==================== mc_control_unit_flat
mc_control_unit_flat, track usage over the die:
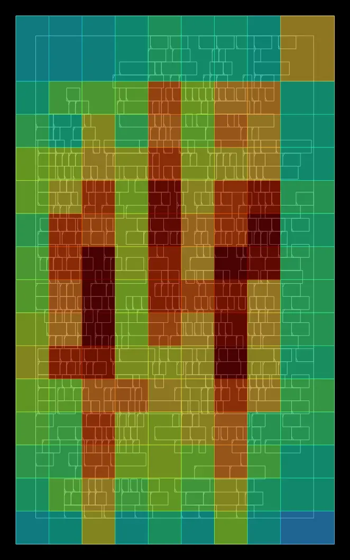

## src/rtl/mc_control_unit_pkg.sv

```systemverilog
// Shared definitions for the multi-cycle control unit: opcodes, state
// encodings, ALU/PC-source/reg-destination encodings and instruction classes.
package mc_control_unit_pkg;

  localparam logic [5:0] OP_ADD  = 6'b000000;
  localparam logic [5:0] OP_SUB  = 6'b000001;
  localparam logic [5:0] OP_ADDI = 6'b000010;
  localparam logic [5:0] OP_OR   = 6'b010000;
  localparam logic [5:0] OP_AND  = 6'b010001;
  localparam logic [5:0] OP_ORI  = 6'b010010;
  localparam logic [5:0] OP_SLL  = 6'b011000;
  localparam logic [5:0] OP_SLT  = 6'b100110;
  localparam logic [5:0] OP_SLTI = 6'b100111;
  localparam logic [5:0] OP_SW   = 6'b110000;
  localparam logic [5:0] OP_LW   = 6'b110001;
  localparam logic [5:0] OP_BEQ  = 6'b110100;
  localparam logic [5:0] OP_BNE  = 6'b110101;
  localparam logic [5:0] OP_BLTZ = 6'b110110;
  localparam logic [5:0] OP_J    = 6'b111000;
  localparam logic [5:0] OP_JR   = 6'b111001;
  localparam logic [5:0] OP_JAL  = 6'b111010;
  localparam logic [5:0] OP_HALT = 6'b111111;

  // Bit 3 only distinguishes sHALT from sID; the debug State port shows [2:0].
  localparam logic [3:0] S_IF     = 4'b0000;
  localparam logic [3:0] S_ID     = 4'b0001;
  localparam logic [3:0] S_EXE_AL = 4'b0110;
  localparam logic [3:0] S_EXE_BR = 4'b0101;
  localparam logic [3:0] S_EXE_LS = 4'b0010;
  localparam logic [3:0] S_MEM    = 4'b0011;
  localparam logic [3:0] S_WB_AL  = 4'b0111;
  localparam logic [3:0] S_WB_LD  = 4'b0100;
  localparam logic [3:0] S_HALT   = 4'b1001;

  localparam logic [2:0] ALU_ADD = 3'b000;
  localparam logic [2:0] ALU_SUB = 3'b001;
  localparam logic [2:0] ALU_SLL = 3'b010;
  localparam logic [2:0] ALU_OR  = 3'b011;
  localparam logic [2:0] ALU_AND = 3'b100;
  localparam logic [2:0] ALU_SLT = 3'b101;

  localparam logic [1:0] PCSRC_NEXT   = 2'b00;
  localparam logic [1:0] PCSRC_BRANCH = 2'b01;
  localparam logic [1:0] PCSRC_RS     = 2'b10;
  localparam logic [1:0] PCSRC_JUMP   = 2'b11;

  localparam logic [1:0] REGDST_R31 = 2'b00;
  localparam logic [1:0] REGDST_RT  = 2'b01;
  localparam logic [1:0] REGDST_RD  = 2'b10;

  typedef enum logic [2:0] {
    CLS_NOP,
    CLS_ALU,
    CLS_BR,
    CLS_LS,
    CLS_J,
    CLS_JR,
    CLS_JAL,
    CLS_HALT
  } op_class_e;

endpackage

```

## src/rtl/mc_control_unit_if.sv

```systemverilog
// Control-unit bundle: IR/ALU-flag inputs and every datapath control output.
interface mc_control_unit_if #(
  parameter int unsigned CNT_W = 32
);
  logic [5:0]       Op_code;
  logic             Zero;
  logic             Sign;
  logic             PCWre;
  logic             IRWre;
  logic             InsMemRW;
  logic             ALUSrcA;
  logic             ALUSrcB;
  logic             ExtSel;
  logic [2:0]       ALUOp;
  logic             RegWre;
  logic [1:0]       RegDst;
  logic             WrRegDSrc;
  logic             DBDataSrc;
  logic             mRD;
  logic             mWR;
  logic [1:0]       PCSrc;
  logic [2:0]       State;
  logic [CNT_W-1:0] Retired;

  modport master (
    input  Op_code, Zero, Sign,
    output PCWre, IRWre, InsMemRW, ALUSrcA, ALUSrcB, ExtSel, ALUOp,
           RegWre, RegDst, WrRegDSrc, DBDataSrc, mRD, mWR, PCSrc, State, Retired
  );

  modport slave (
    output Op_code, Zero, Sign,
    input  PCWre, IRWre, InsMemRW, ALUSrcA, ALUSrcB, ExtSel, ALUOp,
           RegWre, RegDst, WrRegDSrc, DBDataSrc, mRD, mWR, PCSrc, State, Retired
  );
endinterface

```

## src/rtl/mc_control_unit_decode.sv

```systemverilog
// Combinational opcode decoder: instruction class plus the ALU-stage controls
// and write-back register destination for ALU instructions.
module mc_decode
  import mc_control_unit_pkg::*;
(
  input  logic [5:0] op,
  output logic [2:0] alu_op,
  output logic       alu_src_a,
  output logic       alu_src_b,
  output logic       ext_sel,
  output logic [1:0] reg_dst,
  output op_class_e  op_class
);

  always_comb begin
    alu_op    = ALU_ADD;
    alu_src_a = 1'b0;
    alu_src_b = 1'b0;
    ext_sel   = 1'b0;
    reg_dst   = REGDST_RD;
    op_class  = CLS_NOP;
    case (op)
      OP_ADD:  op_class = CLS_ALU;
      OP_SUB:  begin op_class = CLS_ALU; alu_op = ALU_SUB; end
      OP_ADDI: begin
        op_class = CLS_ALU; alu_src_b = 1'b1; ext_sel = 1'b1; reg_dst = REGDST_RT;
      end
      OP_OR:   begin op_class = CLS_ALU; alu_op = ALU_OR; end
      OP_AND:  begin op_class = CLS_ALU; alu_op = ALU_AND; end
      OP_ORI:  begin
        op_class = CLS_ALU; alu_op = ALU_OR; alu_src_b = 1'b1; reg_dst = REGDST_RT;
      end
      OP_SLL:  begin op_class = CLS_ALU; alu_op = ALU_SLL; alu_src_a = 1'b1; end
      OP_SLT:  begin op_class = CLS_ALU; alu_op = ALU_SLT; end
      OP_SLTI: begin
        op_class = CLS_ALU; alu_op = ALU_SLT; alu_src_b = 1'b1; ext_sel = 1'b1;
        reg_dst  = REGDST_RT;
      end
      OP_SW, OP_LW:             op_class = CLS_LS;
      OP_BEQ, OP_BNE, OP_BLTZ:  op_class = CLS_BR;
      OP_J:    op_class = CLS_J;
      OP_JR:   op_class = CLS_JR;
      OP_JAL:  op_class = CLS_JAL;
      OP_HALT: op_class = CLS_HALT;
      default: op_class = CLS_NOP;
    endcase
  end

endmodule

```

## src/rtl/mc_control_unit.sv

```systemverilog
// Multi-cycle CPU control FSM: sequences IF/ID/EXE/MEM/WB, drives all datapath
// controls and counts retired instructions (one per PCWre pulse).
module mc_control_unit
  import mc_control_unit_pkg::*;
#(
  parameter int unsigned CNT_W = 32
) (
  input  logic           CLK,
  input  logic           Reset,
  mc_control_unit_if.master bus
);

  logic [3:0]       state_q, state_d;
  logic [CNT_W-1:0] retired_q, retired_d;

  logic [2:0] dec_alu_op;
  logic       dec_src_a, dec_src_b, dec_ext;
  logic [1:0] dec_reg_dst;
  op_class_e  op_class;

  logic       pc_wre, ir_wre, ins_mem_rw, alu_src_a, alu_src_b, ext_sel;
  logic [2:0] alu_op;
  logic       reg_wre, wr_reg_d_src, db_data_src, m_rd, m_wr;
  logic [1:0] reg_dst, pc_src;
  logic       taken;

  mc_decode u_decode (
    .op        (bus.Op_code),
    .alu_op    (dec_alu_op),
    .alu_src_a (dec_src_a),
    .alu_src_b (dec_src_b),
    .ext_sel   (dec_ext),
    .reg_dst   (dec_reg_dst),
    .op_class  (op_class)
  );

  always_comb begin
    case (bus.Op_code)
      OP_BEQ:  taken = bus.Zero;
      OP_BNE:  taken = ~bus.Zero;
      OP_BLTZ: taken = bus.Sign;
      default: taken = 1'b0;
    endcase
  end

  always_comb begin
    state_d      = state_q;
    pc_wre       = 1'b0;
    ir_wre       = 1'b0;
    ins_mem_rw   = 1'b0;
    alu_src_a    = 1'b0;
    alu_src_b    = 1'b0;
    ext_sel      = 1'b0;
    alu_op       = ALU_ADD;
    reg_wre      = 1'b0;
    reg_dst      = REGDST_R31;
    wr_reg_d_src = 1'b0;
    db_data_src  = 1'b0;
    m_rd         = 1'b0;
    m_wr         = 1'b0;
    pc_src       = PCSRC_NEXT;
    case (state_q)
      S_IF: begin
        ins_mem_rw = 1'b1;
        ir_wre     = 1'b1;
        state_d    = S_ID;
      end
      S_ID: begin
        case (op_class)
          CLS_J:    begin pc_src = PCSRC_JUMP; pc_wre = 1'b1; state_d = S_IF; end
          CLS_JR:   begin pc_src = PCSRC_RS;   pc_wre = 1'b1; state_d = S_IF; end
          CLS_JAL:  begin
            reg_wre = 1'b1; reg_dst = REGDST_R31; pc_src = PCSRC_JUMP;
            pc_wre  = 1'b1; state_d = S_IF;
          end
          CLS_HALT: state_d = S_HALT;
          CLS_BR:   state_d = S_EXE_BR;
          CLS_LS:   state_d = S_EXE_LS;
          CLS_ALU:  state_d = S_EXE_AL;
          default:  begin pc_wre = 1'b1; state_d = S_IF; end
        endcase
      end
      S_EXE_AL: begin
        alu_op    = dec_alu_op;
        alu_src_a = dec_src_a;
        alu_src_b = dec_src_b;
        ext_sel   = dec_ext;
        state_d   = S_WB_AL;
      end
      S_WB_AL: begin
        reg_wre      = 1'b1;
        wr_reg_d_src = 1'b1;
        reg_dst      = dec_reg_dst;
        pc_wre       = 1'b1;
        state_d      = S_IF;
      end
      S_EXE_BR: begin
        alu_op  = ALU_SUB;
        ext_sel = 1'b1;
        pc_wre  = 1'b1;
        pc_src  = taken ? PCSRC_BRANCH : PCSRC_NEXT;
        state_d = S_IF;
      end
      S_EXE_LS: begin
        alu_src_b = 1'b1;
        ext_sel   = 1'b1;
        state_d   = S_MEM;
      end
      S_MEM: begin
        if (bus.Op_code == OP_LW) begin
          m_rd    = 1'b1;
          state_d = S_WB_LD;
        end else begin
          m_wr    = 1'b1;
          pc_wre  = 1'b1;
          state_d = S_IF;
        end
      end
      S_WB_LD: begin
        reg_wre      = 1'b1;
        reg_dst      = REGDST_RT;
        wr_reg_d_src = 1'b1;
        db_data_src  = 1'b1;
        m_rd         = 1'b1;
        pc_wre       = 1'b1;
        state_d      = S_IF;
      end
      S_HALT:  state_d = S_HALT;
      default: state_d = S_IF;
    endcase
  end

  // Reset masks every control combinationally so an aborted instruction
  // cannot write the register file or memory on the reset edge.
  assign bus.PCWre     = pc_wre       & ~Reset;
  assign bus.IRWre     = ir_wre       & ~Reset;
  assign bus.InsMemRW  = ins_mem_rw   & ~Reset;
  assign bus.ALUSrcA   = alu_src_a    & ~Reset;
  assign bus.ALUSrcB   = alu_src_b    & ~Reset;
  assign bus.ExtSel    = ext_sel      & ~Reset;
  assign bus.ALUOp     = Reset ? '0 : alu_op;
  assign bus.RegWre    = reg_wre      & ~Reset;
  assign bus.RegDst    = Reset ? '0 : reg_dst;
  assign bus.WrRegDSrc = wr_reg_d_src & ~Reset;
  assign bus.DBDataSrc = db_data_src  & ~Reset;
  assign bus.mRD       = m_rd         & ~Reset;
  assign bus.mWR       = m_wr         & ~Reset;
  assign bus.PCSrc     = Reset ? '0 : pc_src;
  assign bus.State     = state_q[2:0];
  assign bus.Retired   = retired_q;

  assign retired_d = retired_q + CNT_W'(pc_wre);

  always_ff @(posedge CLK) begin
    if (Reset) begin
      state_q   <= S_IF;
      retired_q <= '0;
    end else begin
      state_q   <= state_d;
      retired_q <= retired_d;
    end
  end

endmodule

```

## src/flat_wrapper.sv

```systemverilog
// flat-port wrapper written by rule: the top's interface ports become plain ports
module mc_control_unit_flat import mc_control_unit_pkg::*;
#(
  parameter int unsigned CNT_W = 32
)
  (CLK, Reset, bus_Op_code, bus_Zero, bus_Sign, bus_PCWre, bus_IRWre, bus_InsMemRW, bus_ALUSrcA, bus_ALUSrcB, bus_ExtSel, bus_ALUOp, bus_RegWre, bus_RegDst, bus_WrRegDSrc, bus_DBDataSrc, bus_mRD, bus_mWR, bus_PCSrc, bus_State, bus_Retired);
  mc_control_unit_if #(.CNT_W(CNT_W)) bus_i ();
  input  logic CLK;
  input  logic Reset;
  input wire logic [$bits(bus_i.Op_code)-1:0] bus_Op_code;
  input wire logic [$bits(bus_i.Zero)-1:0] bus_Zero;
  input wire logic [$bits(bus_i.Sign)-1:0] bus_Sign;
  output wire logic [$bits(bus_i.PCWre)-1:0] bus_PCWre;
  output wire logic [$bits(bus_i.IRWre)-1:0] bus_IRWre;
  output wire logic [$bits(bus_i.InsMemRW)-1:0] bus_InsMemRW;
  output wire logic [$bits(bus_i.ALUSrcA)-1:0] bus_ALUSrcA;
  output wire logic [$bits(bus_i.ALUSrcB)-1:0] bus_ALUSrcB;
  output wire logic [$bits(bus_i.ExtSel)-1:0] bus_ExtSel;
  output wire logic [$bits(bus_i.ALUOp)-1:0] bus_ALUOp;
  output wire logic [$bits(bus_i.RegWre)-1:0] bus_RegWre;
  output wire logic [$bits(bus_i.RegDst)-1:0] bus_RegDst;
  output wire logic [$bits(bus_i.WrRegDSrc)-1:0] bus_WrRegDSrc;
  output wire logic [$bits(bus_i.DBDataSrc)-1:0] bus_DBDataSrc;
  output wire logic [$bits(bus_i.mRD)-1:0] bus_mRD;
  output wire logic [$bits(bus_i.mWR)-1:0] bus_mWR;
  output wire logic [$bits(bus_i.PCSrc)-1:0] bus_PCSrc;
  output wire logic [$bits(bus_i.State)-1:0] bus_State;
  output wire logic [$bits(bus_i.Retired)-1:0] bus_Retired;
  assign bus_i.Op_code = bus_Op_code;
  assign bus_i.Zero = bus_Zero;
  assign bus_i.Sign = bus_Sign;
  assign bus_PCWre = bus_i.PCWre;
  assign bus_IRWre = bus_i.IRWre;
  assign bus_InsMemRW = bus_i.InsMemRW;
  assign bus_ALUSrcA = bus_i.ALUSrcA;
  assign bus_ALUSrcB = bus_i.ALUSrcB;
  assign bus_ExtSel = bus_i.ExtSel;
  assign bus_ALUOp = bus_i.ALUOp;
  assign bus_RegWre = bus_i.RegWre;
  assign bus_RegDst = bus_i.RegDst;
  assign bus_WrRegDSrc = bus_i.WrRegDSrc;
  assign bus_DBDataSrc = bus_i.DBDataSrc;
  assign bus_mRD = bus_i.mRD;
  assign bus_mWR = bus_i.mWR;
  assign bus_PCSrc = bus_i.PCSrc;
  assign bus_State = bus_i.State;
  assign bus_Retired = bus_i.Retired;
  mc_control_unit #(.CNT_W(CNT_W)) u_core (.CLK(CLK), .Reset(Reset), .bus(bus_i));
endmodule
```

## config.mk

```make
export PLATFORM = sky130hd
export DESIGN_NAME = mc_control_unit_flat
export DESIGN_NICKNAME = d
export VERILOG_FILES = /design/src/rtl/mc_control_unit_pkg.sv /design/src/rtl/mc_control_unit_if.sv /design/src/rtl/mc_control_unit_decode.sv /design/src/rtl/mc_control_unit.sv /design/src/flat_wrapper.sv
export SDC_FILE = /design/constraint.sdc
export NUM_CORES = 1
export LEC_CHECK = 0
export ABC_AREA = 1
export CAP_MARGIN = 20
export CORE_ASPECT_RATIO = 1.75
export CORE_MARGIN = 4
export CORE_UTILIZATION = 40
export CTS_CLUSTER_DIAMETER = 50
export CTS_CLUSTER_SIZE = 10
export DETAILED_ROUTE_END_ITERATION = 6
export GPL_ROUTABILITY_DRIVEN = 0
export PLACE_DENSITY = 0.68
export SKIP_CTS_REPAIR_TIMING = 1
export SYNTH_ARGS = -nofsm -noshare
export SYNTH_HDL_FRONTEND = slang
export SYNTH_SLANG_ARGS = --single-unit
```

## constraint.sdc

```tcl
create_clock -name CLK -period 2.8 [get_ports CLK]
set_input_delay 0.42 -clock CLK [delete_from_list [all_inputs] [get_ports CLK]]
set_output_delay 0.42 -clock CLK [all_outputs]
set_load 0.005 [all_outputs]
```

==================== muldiv_ctrl
`config.mk`:
```
export PLATFORM = sky130hd
export DESIGN_NAME = muldiv_ctrl
export DESIGN_NICKNAME = d
export VERILOG_FILES = /design/src/rtl/muldiv_pkg.sv /design/src/rtl/muldiv_step.sv /design/src/rtl/muldiv_ctrl.sv
export SDC_FILE = /design/constraint.sdc
export NUM_CORES = 1
export LEC_CHECK = 0
export CAP_MARGIN = 20
export CORE_MARGIN = 1
export CORE_UTILIZATION = 60
export CTS_BUF_LIST = sky130_fd_sc_hd__clkbuf_8
export CTS_CLUSTER_SIZE = 12
export DETAILED_ROUTE_END_ITERATION = 8
export PLACE_DENSITY = 0.92
export SYNTH_ARGS = -nofsm -noshare
export SYNTH_HDL_FRONTEND = slang
export SYNTH_SLANG_ARGS = --single-unit
export TNS_END_PERCENT = 100
```
`constraint.sdc`:
```
create_clock -name clk -period 14 [get_ports clk]
set_input_delay 2.1 -clock clk [delete_from_list [all_inputs] [get_ports clk]]
set_output_delay 2.1 -clock clk [all_outputs]
set_load 0.005 [all_outputs]
```
`src/rtl/muldiv_pkg.sv`:
```
// Shared funct codes, FSM encoding and iteration-counter width for the mult/div controller.
package muldiv_pkg;

  localparam logic [5:0] FUNCT_MFHI  = 6'b010000;
  localparam logic [5:0] FUNCT_MTHI  = 6'b010001;
  localparam logic [5:0] FUNCT_MFLO  = 6'b010010;
  localparam logic [5:0] FUNCT_MTLO  = 6'b010011;
  localparam logic [5:0] FUNCT_MULT  = 6'b011000;
  localparam logic [5:0] FUNCT_MULTU = 6'b011001;
  localparam logic [5:0] FUNCT_DIV   = 6'b011010;
  localparam logic [5:0] FUNCT_DIVU  = 6'b011011;

  // Iteration counter wide enough for WIDTH up to 64.
  localparam int ITER_W = 6;

  typedef enum logic [1:0] {
    IDLE = 2'd0,
    CALC = 2'd1,
    FIX  = 2'd2
  } state_t;

endpackage

```
`src/rtl/muldiv_step.sv`:
```
// One iteration of the shift-add multiplier or, with MULDIV_DIV_EN, the restoring divider.
// Purely combinational; the caller registers acc/rem each CALC cycle.
module muldiv_step
  import muldiv_pkg::*;
#(
  parameter int WIDTH = 32
) (
`ifdef MULDIV_DIV_EN
  input  logic                 is_div,
  input  logic [WIDTH:0]       rem,
  output logic [WIDTH:0]       rem_next,
`endif
  input  logic [2*WIDTH-1:0]   acc,
  input  logic [WIDTH-1:0]     opnd,
  output logic [2*WIDTH-1:0]   acc_next
);

  logic [WIDTH:0] sum;
`ifdef MULDIV_DIV_EN
  logic [WIDTH+1:0] shifted;
  logic [WIDTH+1:0] trial;
`endif

  always_comb begin
    // Multiply: acc = {partial product, remaining multiplier bits}, LSB selects the add.
    sum      = {1'b0, acc[2*WIDTH-1:WIDTH]} + (acc[0] ? {1'b0, opnd} : '0);
    acc_next = {sum, acc[WIDTH-1:1]};
`ifdef MULDIV_DIV_EN
    shifted  = {rem, acc[WIDTH-1]};
    trial    = shifted - {2'b00, opnd};
    rem_next = rem;
    if (is_div) begin
      if (trial[WIDTH+1]) begin
        rem_next = shifted[WIDTH:0];
        acc_next = {acc[2*WIDTH-1:WIDTH], acc[WIDTH-2:0], 1'b0};
      end else begin
        rem_next = trial[WIDTH:0];
        acc_next = {acc[2*WIDTH-1:WIDTH], acc[WIDTH-2:0], 1'b1};
      end
    end
`endif
  end

endmodule

```
`src/rtl/muldiv_ctrl.sv`:
```
// Iterative mult/div sequencer owning HI/LO; the divider exists only when MULDIV_DIV_EN is defined.
// HI/LO written WIDTH+1 edges after accept (1 edge for divide by zero); stall = start & busy.
module muldiv_ctrl
  import muldiv_pkg::*;
#(
  parameter int WIDTH = 32
) (
  input  logic             clk,
  input  logic             rst,
  input  logic             start,
  input  logic [5:0]       funct,
  input  logic [WIDTH-1:0] Read_A,
  input  logic [WIDTH-1:0] Read_B,
  output logic             busy,
  output logic             done,
  output logic             stall,
  output logic [WIDTH-1:0] HI,
  output logic [WIDTH-1:0] LO,
  output logic [WIDTH-1:0] mf_data,
  output logic             illegal
);

  state_t             state, state_nxt;
  logic [ITER_W-1:0]  cnt;
  logic [2*WIDTH-1:0] acc, acc_step, prod_fix;
  logic [WIDTH-1:0]   opnd, mag_a, mag_b, hi_fix, lo_fix;
  logic               neg_q;
  logic               idle, is_mul, is_dv, is_mv_hi, is_mv_lo, is_mf, sgn;
  logic               b_zero, accept, last;
`ifdef MULDIV_DIV_EN
  logic [WIDTH:0]     rem, rem_step;
  logic               is_div_q, dz_q, neg_r;
`endif

  always_comb begin
    idle     = (state == IDLE);
    is_mul   = (funct == FUNCT_MULT) || (funct == FUNCT_MULTU);
`ifdef MULDIV_DIV_EN
    is_dv    = (funct == FUNCT_DIV) || (funct == FUNCT_DIVU);
`else
    is_dv    = 1'b0;
`endif
    is_mv_hi = (funct == FUNCT_MTHI);
    is_mv_lo = (funct == FUNCT_MTLO);
    is_mf    = (funct == FUNCT_MFHI) || (funct == FUNCT_MFLO);
    sgn      = ~funct[0];
    mag_a    = (sgn && Read_A[WIDTH-1]) ? -Read_A : Read_A;
    mag_b    = (sgn && Read_B[WIDTH-1]) ? -Read_B : Read_B;
    b_zero   = (Read_B == '0);
    accept   = start && idle && (is_mul || is_dv);
    last     = (cnt == ITER_W'(WIDTH - 1));
    mf_data  = (funct == FUNCT_MFHI) ? HI : LO;
  end

  always_comb begin
    state_nxt = state;
    busy      = (state != IDLE);
    stall     = start && (state != IDLE);
    case (state)
      IDLE:    if (accept) state_nxt = (is_dv && b_zero) ? FIX : CALC;
      CALC:    if (last) state_nxt = FIX;
      FIX:     state_nxt = IDLE;
      default: state_nxt = IDLE;
    endcase
  end

  always_ff @(posedge clk or posedge rst) begin
    if (rst) state <= IDLE;
    else     state <= state_nxt;
  end

  muldiv_step #(.WIDTH(WIDTH)) u_step (
`ifdef MULDIV_DIV_EN
    .is_div   (is_div_q),
    .rem      (rem),
    .rem_next (rem_step),
`endif
    .acc      (acc),
    .opnd     (opnd),
    .acc_next (acc_step)
  );

  always_comb begin
    prod_fix = neg_q ? -acc : acc;
    hi_fix   = prod_fix[2*WIDTH-1:WIDTH];
    lo_fix   = prod_fix[WIDTH-1:0];
`ifdef MULDIV_DIV_EN
    // Divide by zero parks the raw dividend in acc so it can be returned in HI.
    if (dz_q) begin
      lo_fix = '1;
      hi_fix = acc[WIDTH-1:0];
    end else if (is_div_q) begin
      lo_fix = neg_q ? -acc[WIDTH-1:0] : acc[WIDTH-1:0];
      hi_fix = neg_r ? -rem[WIDTH-1:0] : rem[WIDTH-1:0];
    end
`endif
  end

  always_ff @(posedge clk or posedge rst) begin
    if (rst) begin
      HI       <= '0;
      LO       <= '0;
      acc      <= '0;
      opnd     <= '0;
      cnt      <= '0;
      neg_q    <= 1'b0;
      done     <= 1'b0;
      illegal  <= 1'b0;
`ifdef MULDIV_DIV_EN
      rem      <= '0;
      is_div_q <= 1'b0;
      dz_q     <= 1'b0;
      neg_r    <= 1'b0;
`endif
    end else begin
      done    <= (state == FIX);
      illegal <= start && idle && !(is_mul || is_dv || is_mv_hi || is_mv_lo || is_mf);
      if (accept) begin
        cnt   <= '0;
        neg_q <= sgn && (Read_A[WIDTH-1] ^ Read_B[WIDTH-1]);
        if (is_dv) begin
          opnd <= mag_b;
          acc  <= {{WIDTH{1'b0}}, b_zero ? Read_A : mag_a};
        end else begin
          opnd <= mag_a;
          acc  <= {{WIDTH{1'b0}}, mag_b};
        end
`ifdef MULDIV_DIV_EN
        rem      <= '0;
        is_div_q <= is_dv;
        dz_q     <= is_dv && b_zero;
        neg_r    <= sgn && Read_A[WIDTH-1];
`endif
      end else if (state == CALC) begin
        acc <= acc_step;
        cnt <= cnt + 1'b1;
`ifdef MULDIV_DIV_EN
        rem <= rem_step;
`endif
      end else if (state == FIX) begin
        HI <= hi_fix;
        LO <= lo_fix;
      end else if (start && idle && is_mv_hi) begin
        HI <= Read_A;
      end else if (start && idle && is_mv_lo) begin
        LO <= Read_A;
      end
    end
  end

endmodule

```
==================== rs_err_inject
### src/rtl/rs_pkg.sv
// rs_pkg: shared mode/state encodings and width helper for the RS error injector
package rs_pkg;

    typedef enum logic [1:0] {
        MODE_BYPASS = 2'd0,
        MODE_FIXED  = 2'd1,
        MODE_WALK   = 2'd2,
        MODE_RSVD   = 2'd3
    } mode_e;

    typedef enum logic {
        S_IDLE  = 1'b0,
        S_FRAME = 1'b1
    } state_e;

    function automatic int clog2(input int v);
        int r;
        r = 0;
        while ((1 << r) < v) r++;
        return r;
    endfunction

endpackage

### src/rtl/rs_err_slot_match.sv
// rs_err_slot_match: per-slot position compare and XOR-combine of matching patterns
// idx  : index of the symbol being processed
// off  : walking offset added to every slot position when walk is set
// walk : walking-mode select (fixed mode otherwise)
// pos  : packed per-slot positions, slot k in [k*PW +: PW]
// pat  : packed per-slot XOR patterns, slot k in [k*DW +: DW]
// mask : XOR of the patterns of every slot whose effective position equals idx
module rs_err_slot_match #(
    parameter int NN    = 255,
    parameter int DW    = 8,
    parameter int NSLOT = 4,
    parameter int PW    = 8
) (
    input  logic [PW-1:0]       idx,
    input  logic [PW-1:0]       off,
    input  logic                walk,
    input  logic [NSLOT*PW-1:0] pos,
    input  logic [NSLOT*DW-1:0] pat,
    output logic [DW-1:0]       mask
);

    localparam logic [PW:0] NW = (PW+1)'(NN);

    logic [NSLOT-1:0] hit;

    for (genvar k = 0; k < NSLOT; k++) begin : g_slot
        logic [PW:0] p, s, r, e;
        assign p = {1'b0, pos[k*PW +: PW]};
        assign s = p + {1'b0, off};
        // pos itself may lie past NN-1, so the sum can need two wraps to land below NN
        assign r = s >= NW ? s - NW : s;
        assign e = r >= NW ? r - NW : r;
        assign hit[k] = walk ? e == {1'b0, idx} : (p < NW && p == {1'b0, idx});
    end

    always_comb begin
        mask = '0;
        for (int i = 0; i < NSLOT; i++) mask ^= hit[i] ? pat[i*DW +: DW] : '0;
    end

endmodule

### src/rtl/rs_err_inject.sv
// rs_err_inject: injects configurable symbol errors into a framed RS codeword stream
// clk, rst_n          : clock, asynchronous active-low reset
// cfg_mode            : 0/3 bypass, 1 fixed positions, 2 walking positions
// cfg_pos, cfg_pat    : per-slot symbol index and XOR pattern, latched at sop
// din_*/din           : upstream symbol stream
// dout_*/dout         : downstream stream, exactly one cycle behind din
// inj_flag            : current dout symbol was corrupted
// frame_err           : one-cycle pulse on the output symbol that broke framing
// frm_cnt, inj_cnt    : saturating counts of good frames and corrupted symbols
module rs_err_inject import rs_pkg::*; #(
    parameter int  NN    = 255,
    parameter int  DW    = 8,
    parameter int  NSLOT = 4,
    localparam int PW    = clog2(NN)
) (
    input  logic                clk,
    input  logic                rst_n,
    input  logic [1:0]          cfg_mode,
    input  logic [NSLOT*PW-1:0] cfg_pos,
    input  logic [NSLOT*DW-1:0] cfg_pat,
    input  logic                din_val,
    input  logic                din_sop,
    input  logic                din_eop,
    input  logic [DW-1:0]       din,
    output logic                dout_val,
    output logic                dout_sop,
    output logic                dout_eop,
    output logic [DW-1:0]       dout,
    output logic                inj_flag,
    output logic                frame_err,
    output logic [15:0]         frm_cnt,
    output logic [15:0]         inj_cnt
);

    state_e              state;
    mode_e               mode_l, mode_a;
    logic [NSLOT*PW-1:0] pos_l, pos_a;
    logic [NSLOT*DW-1:0] pat_l, pat_a;
    logic [PW-1:0]       idx, off, cur;
    logic [DW-1:0]       mask;
    logic                stray, in_frm, last, good, err, walk, inj_en, inj;

    // A sop symbol uses the incoming config directly so injection can hit idx 0
    always_comb begin
        in_frm = din_val && (din_sop || state == S_FRAME);
        cur    = din_sop ? '0 : idx;
        mode_a = din_sop ? mode_e'(cfg_mode) : mode_l;
        pos_a  = din_sop ? cfg_pos : pos_l;
        pat_a  = din_sop ? cfg_pat : pat_l;
        walk   = mode_a == MODE_WALK;
        last   = cur == PW'(NN - 1);
        good   = in_frm && din_eop && last;
        // early eop, overrun without eop, sop inside a frame, or first symbol of a sopless run
        err    = din_val && ((din_sop && state == S_FRAME) || (in_frm && din_eop != last) || (!in_frm && !stray));
        inj_en = in_frm && (mode_a == MODE_FIXED || walk);
        inj    = inj_en && |mask;
    end

    rs_err_slot_match #(.NN(NN), .DW(DW), .NSLOT(NSLOT), .PW(PW)) u_match (
        .idx  (cur),
        .off  (off),
        .walk (walk),
        .pos  (pos_a),
        .pat  (pat_a),
        .mask (mask)
    );

    always_ff @(posedge clk or negedge rst_n) begin
        if (!rst_n) begin
            state     <= S_IDLE;
            mode_l    <= MODE_BYPASS;
            pos_l     <= '0;
            pat_l     <= '0;
            idx       <= '0;
            off       <= '0;
            stray     <= 1'b0;
            dout_val  <= 1'b0;
            dout_sop  <= 1'b0;
            dout_eop  <= 1'b0;
            dout      <= '0;
            inj_flag  <= 1'b0;
            frame_err <= 1'b0;
            frm_cnt   <= '0;
            inj_cnt   <= '0;
        end else begin
            dout_val  <= din_val;
            dout_sop  <= din_sop;
            dout_eop  <= din_eop;
            dout      <= din ^ (inj ? mask : '0);
            inj_flag  <= inj;
            frame_err <= err;
            if (din_val) begin
                if (din_sop) begin
                    mode_l <= mode_e'(cfg_mode);
                    pos_l  <= cfg_pos;
                    pat_l  <= cfg_pat;
                end
                state <= (in_frm && !din_eop && !last) ? S_FRAME : S_IDLE;
                idx   <= cur + PW'(1);
                // an overrun already reported the error, so the sopless tail stays quiet
                stray <= !in_frm || (last && !din_eop);
                if (good && walk) off <= off == PW'(NN - 1) ? '0 : off + PW'(1);
            end
            if (good && frm_cnt != 16'hFFFF) frm_cnt <= frm_cnt + 16'd1;
            if (inj && inj_cnt != 16'hFFFF) inj_cnt <= inj_cnt + 16'd1;
        end
    end

endmodule

### config.mk
export PLATFORM = sky130hd
export DESIGN_NAME = rs_err_inject
export DESIGN_NICKNAME = d
export VERILOG_FILES = /design/src/rtl/rs_pkg.sv /design/src/rtl/rs_err_slot_match.sv /design/src/rtl/rs_err_inject.sv
export SDC_FILE = /design/constraint.sdc
export NUM_CORES = 1
export LEC_CHECK = 0
export CAP_MARGIN = 20
export CORE_ASPECT_RATIO = 1.75
export CORE_UTILIZATION = 60
export CTS_BUF_LIST = sky130_fd_sc_hd__clkbuf_4 sky130_fd_sc_hd__clkbuf_8
export CTS_CLUSTER_SIZE = 28
export DETAILED_ROUTE_END_ITERATION = 8
export PLACE_DENSITY = 0.93
export SKIP_LAST_GASP = 1
export SLEW_MARGIN = 20
export SYNTH_ARGS = -nofsm -noshare
export SYNTH_HDL_FRONTEND = slang
export SYNTH_SLANG_ARGS = --single-unit
### constraint.sdc
create_clock -name clk -period 9.6 [get_ports clk]
set_input_delay 0.96 -clock clk [delete_from_list [all_inputs] [get_ports clk]]
set_output_delay 0.96 -clock clk [all_outputs]
set_load 0.1 [all_outputs]
rs_err_inject, gate families picked out:
Scale bar: 20 microns.
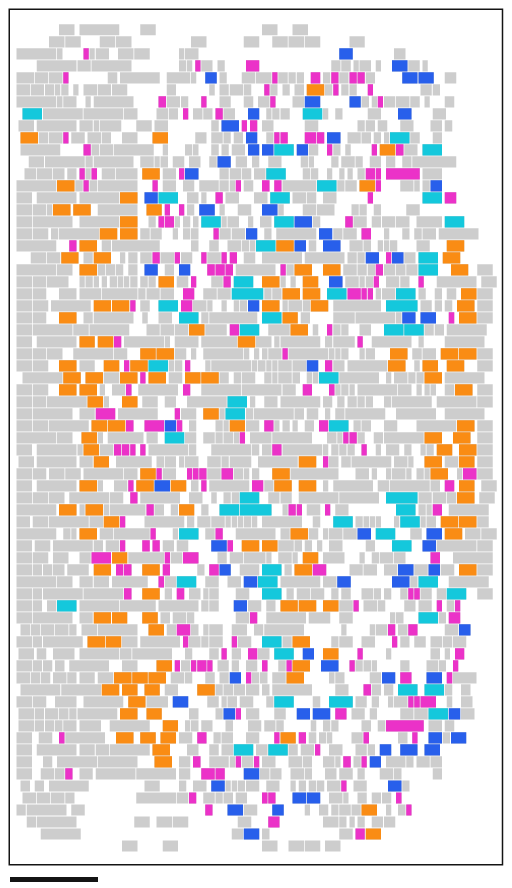
fa/ha/maj cells: marked cyan, cells 60, most used ha_1. non-inverting ao/oa cells: marked blue, cells 73, most used o21a_1. nor cells: marked magenta, cells 198, most used nor2_1. mux cells: marked orange, cells 142, most used mux2_2.

==> flow_summary.json, rs_err_inject <==
{
  "reg.largest.list": "pat_l x32, pos_l x32",
  "dp_hpwl_mm": 30.4,
  "lay_top_count": "dfrtp_1",
  "seq_cells": 129,
  "synth.mux.area_fraction": 0.122,
  "simple_gate_area_frac": 0.214,
  "top_layer_used": "met4",
  "layout_worst_path_cycle_share": 0.936,
  "numCtsBuffers": 17,
  "post-route-util": 0.710,
  "xor_area_frac": 0.101,
  "top_usage_layer": "met2",
  "hp-class": "in2async",
  "taps": 248,
  "routedWlPerCell_microns": 22.6,
  "status": "complete, but fails checks",
  "largest_area_cell": "dfrtp_1",
  "ioPinCount": 124,
  "die_h_microns": 194,
  "critPathBufInv": 5,
  "drc": 4,
  "setup.worst_path.end": "inj_cnt[12]",
  "combGateArea_sq_um": 8910,
  "internal_power_mw": 1.23,
  "arrival_ps": 9360,
  "io_buffers": 123,
  "postCtsHoldBufs": 0,
  "crit_top_cell": "ha_1",
  "drtPass1Iterations": 8,
  "comb_power_mw": 0.873,
  "cpMaxStageDelayCell": "fa_1",
  "violations": "DRC",
  "clock_net_power_mw": 0.537,
  "r2r_slack_ps": 1130,
  "chipArea_sq_um": 21600,
  "common_cells": "dfrtp_1, nor2_1, nand2_1",
  "synth.avg_cell_area_sq_um": 8.67,
  "ys_area_sq_um": 12600,
  "grt_use_met2": 0.675,
  "yosysWarnings": 0,
  "yosysMostFrequentCell": "dfrtp_1",
  "n_all_inverters": 52,
  "cts_tree": "built",
  "n_fill_cell": 1506
}
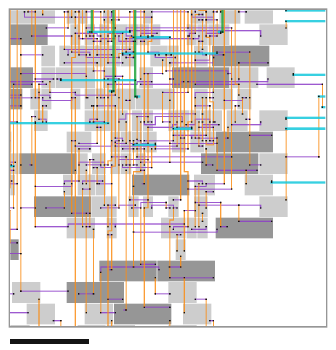
mc_control_unit_flat: close-up of the layout
Scale bar: 10 microns. Region (26, 8) to (66, 48) microns. Cells in grey, sequential cells in the stronger grey; small squares are vias.
metal 4: marked green. metal 1: marked purple. metal 2: marked orange. metal 3: marked cyan.
Netlist names of flops here include u_core.bus.Retired (13). Most frequent: nand2_1 (19), nor2_1 (14). Sequential cells in the window: 13. 104 logic cells have their middle in the window.

Notes on 'track usage over the die' of mc_control_unit_flat above:
final design utilization: 0.593
met2 usage: 0.463

==> flow_summary.json, mc_control_unit_flat <==
{
  "comb_power_mw": 0.152,
  "ys_cells": 393,
  "drtPass1Iterations": 4,
  "largest_reg_flops": 32,
  "seqPwrFrac": 0.516,
  "vias_per_cell": 5.18,
  "arrival_ps": 2140,
  "synthArstFlopShare": 0,
  "fp_nets": 405,
  "die_h_microns": 110,
  "clkSinkCount": 36,
  "status": "finished, final reports clean",
  "final-nonclk-buf-share": 0.260,
  "grtUsageMet1": 0.200,
  "ys_sh_aoi": 0.113,
  "final_cell_mix": "nand2_1, nor2_1, clkdlybuf4s50_1, inv_1, dfxtp_1",
  "worst-path-stages": 9,
  "postPlaceCellArea_sq_um": 3320,
  "critPathBufInv": 3,
  "largestClassByArea": "combinational gates",
  "dp_hpwl_mm": 6.74,
  "clock_skew_ps": 6.22,
  "area_leaders": "dfxtp_1, nand2_1, nor2_1, inv_1, a21oi_1",
  "clock_area_frac": 0.0224,
  "route.met2.wl_mm": 4.67,
  "timing.final.crit_period_ps": 2560,
  "warning_count": 26,
  "top_layer_used": "met4",
  "ys_types": 33,
  "yosysMostFrequentCell": "nand2_1",
  "ys_area_sq_um": 2390,
  "numCtsBuffers": 5
}
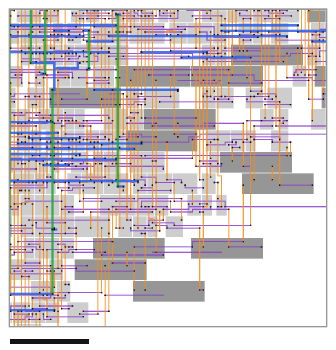
muldiv_ctrl: close-up of the layout
Scale bar: 10 microns. Region (88, 16) to (128, 56) microns. Cells in grey, sequential cells in the stronger grey; small squares are vias.
metal 4: marked green. metal 1: marked purple. metal 2: marked orange. metal 3: marked blue.
125 logic cells have their middle in the window. Netlist names of flops here include acc (6), opnd (6). Most frequent: o21ai_0 (24), nand2_1 (16), dfrtp_1 (12). Sequential cells in the window: 12.

==> flow_summary.json, muldiv_ctrl <==
{
  "grt_usage": 0.380,
  "final_max_slew_viol_count": 0,
  "area_leaders": "dfrtp_1, o21ai_0, xor2_1, nand2_1, mux2_2",
  "rsz0062_at_grt": "no",
  "setup.worst_path.end": "mf_data[5]",
  "nets": 1645,
  "ys_area_sq_um": 12100,
  "dp_hpwl_mm": 27.6,
  "clock_skew_ps": 16.2,
  "ys_sh_aoi": 0.208,
  "largest_reg_flops": 64,
  "synth.mux.area_fraction": 0.0685,
  "die_h_microns": 144,
  "cp_slowest_stage_delay_ps": 740,
  "status": "finished, final reports clean"
}

## Gallery

M1 wires.
(a)
Scale bar: 20 microns. Supply wires on this layer in grey.
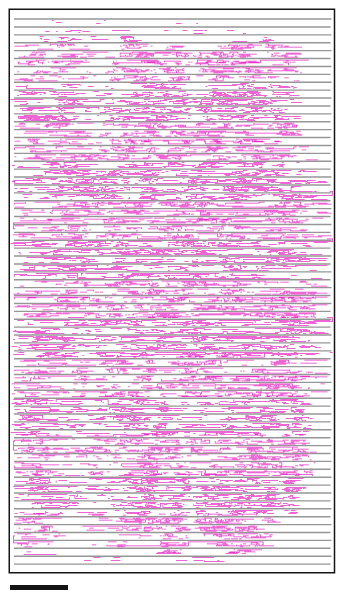
(b)
Scale bar: 50 microns. Supply wires on this layer in grey.
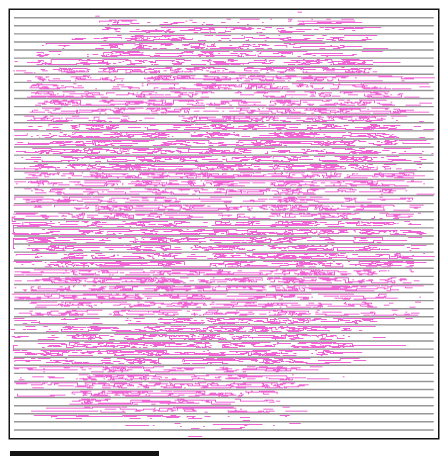
(c)
Scale bar: 20 microns. Supply wires on this layer in grey.
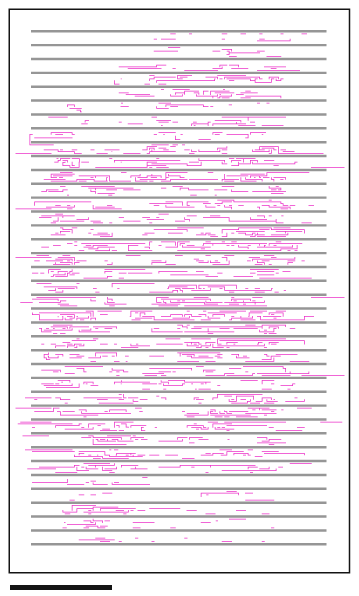
- (a) = rs_err_inject
- (c) = mc_control_unit_flat
- (b) = muldiv_ctrl
- smallest die: (c)



==> layout pictures side by side <==
Metal 3.
Plate I
Scale bar: 20 microns.
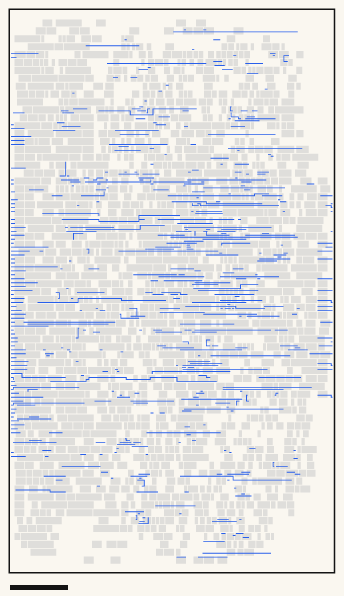
Plate II
Scale bar: 50 microns.
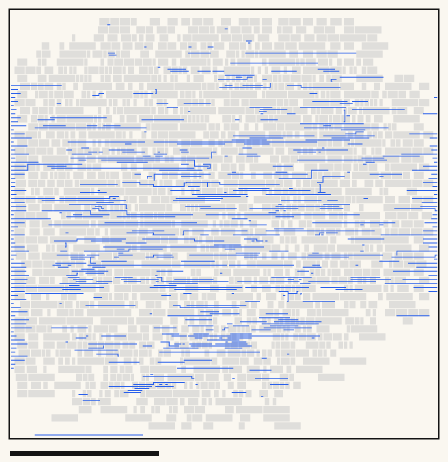
Plate III
Scale bar: 20 microns.
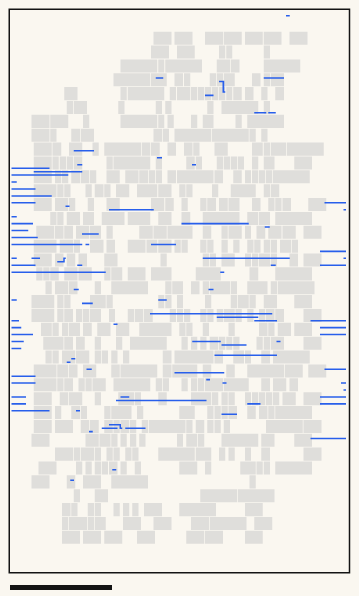
Plate I -> rs_err_inject
Plate III -> mc_control_unit_flat
Plate II -> muldiv_ctrl
The one with the smallest die is Plate III.

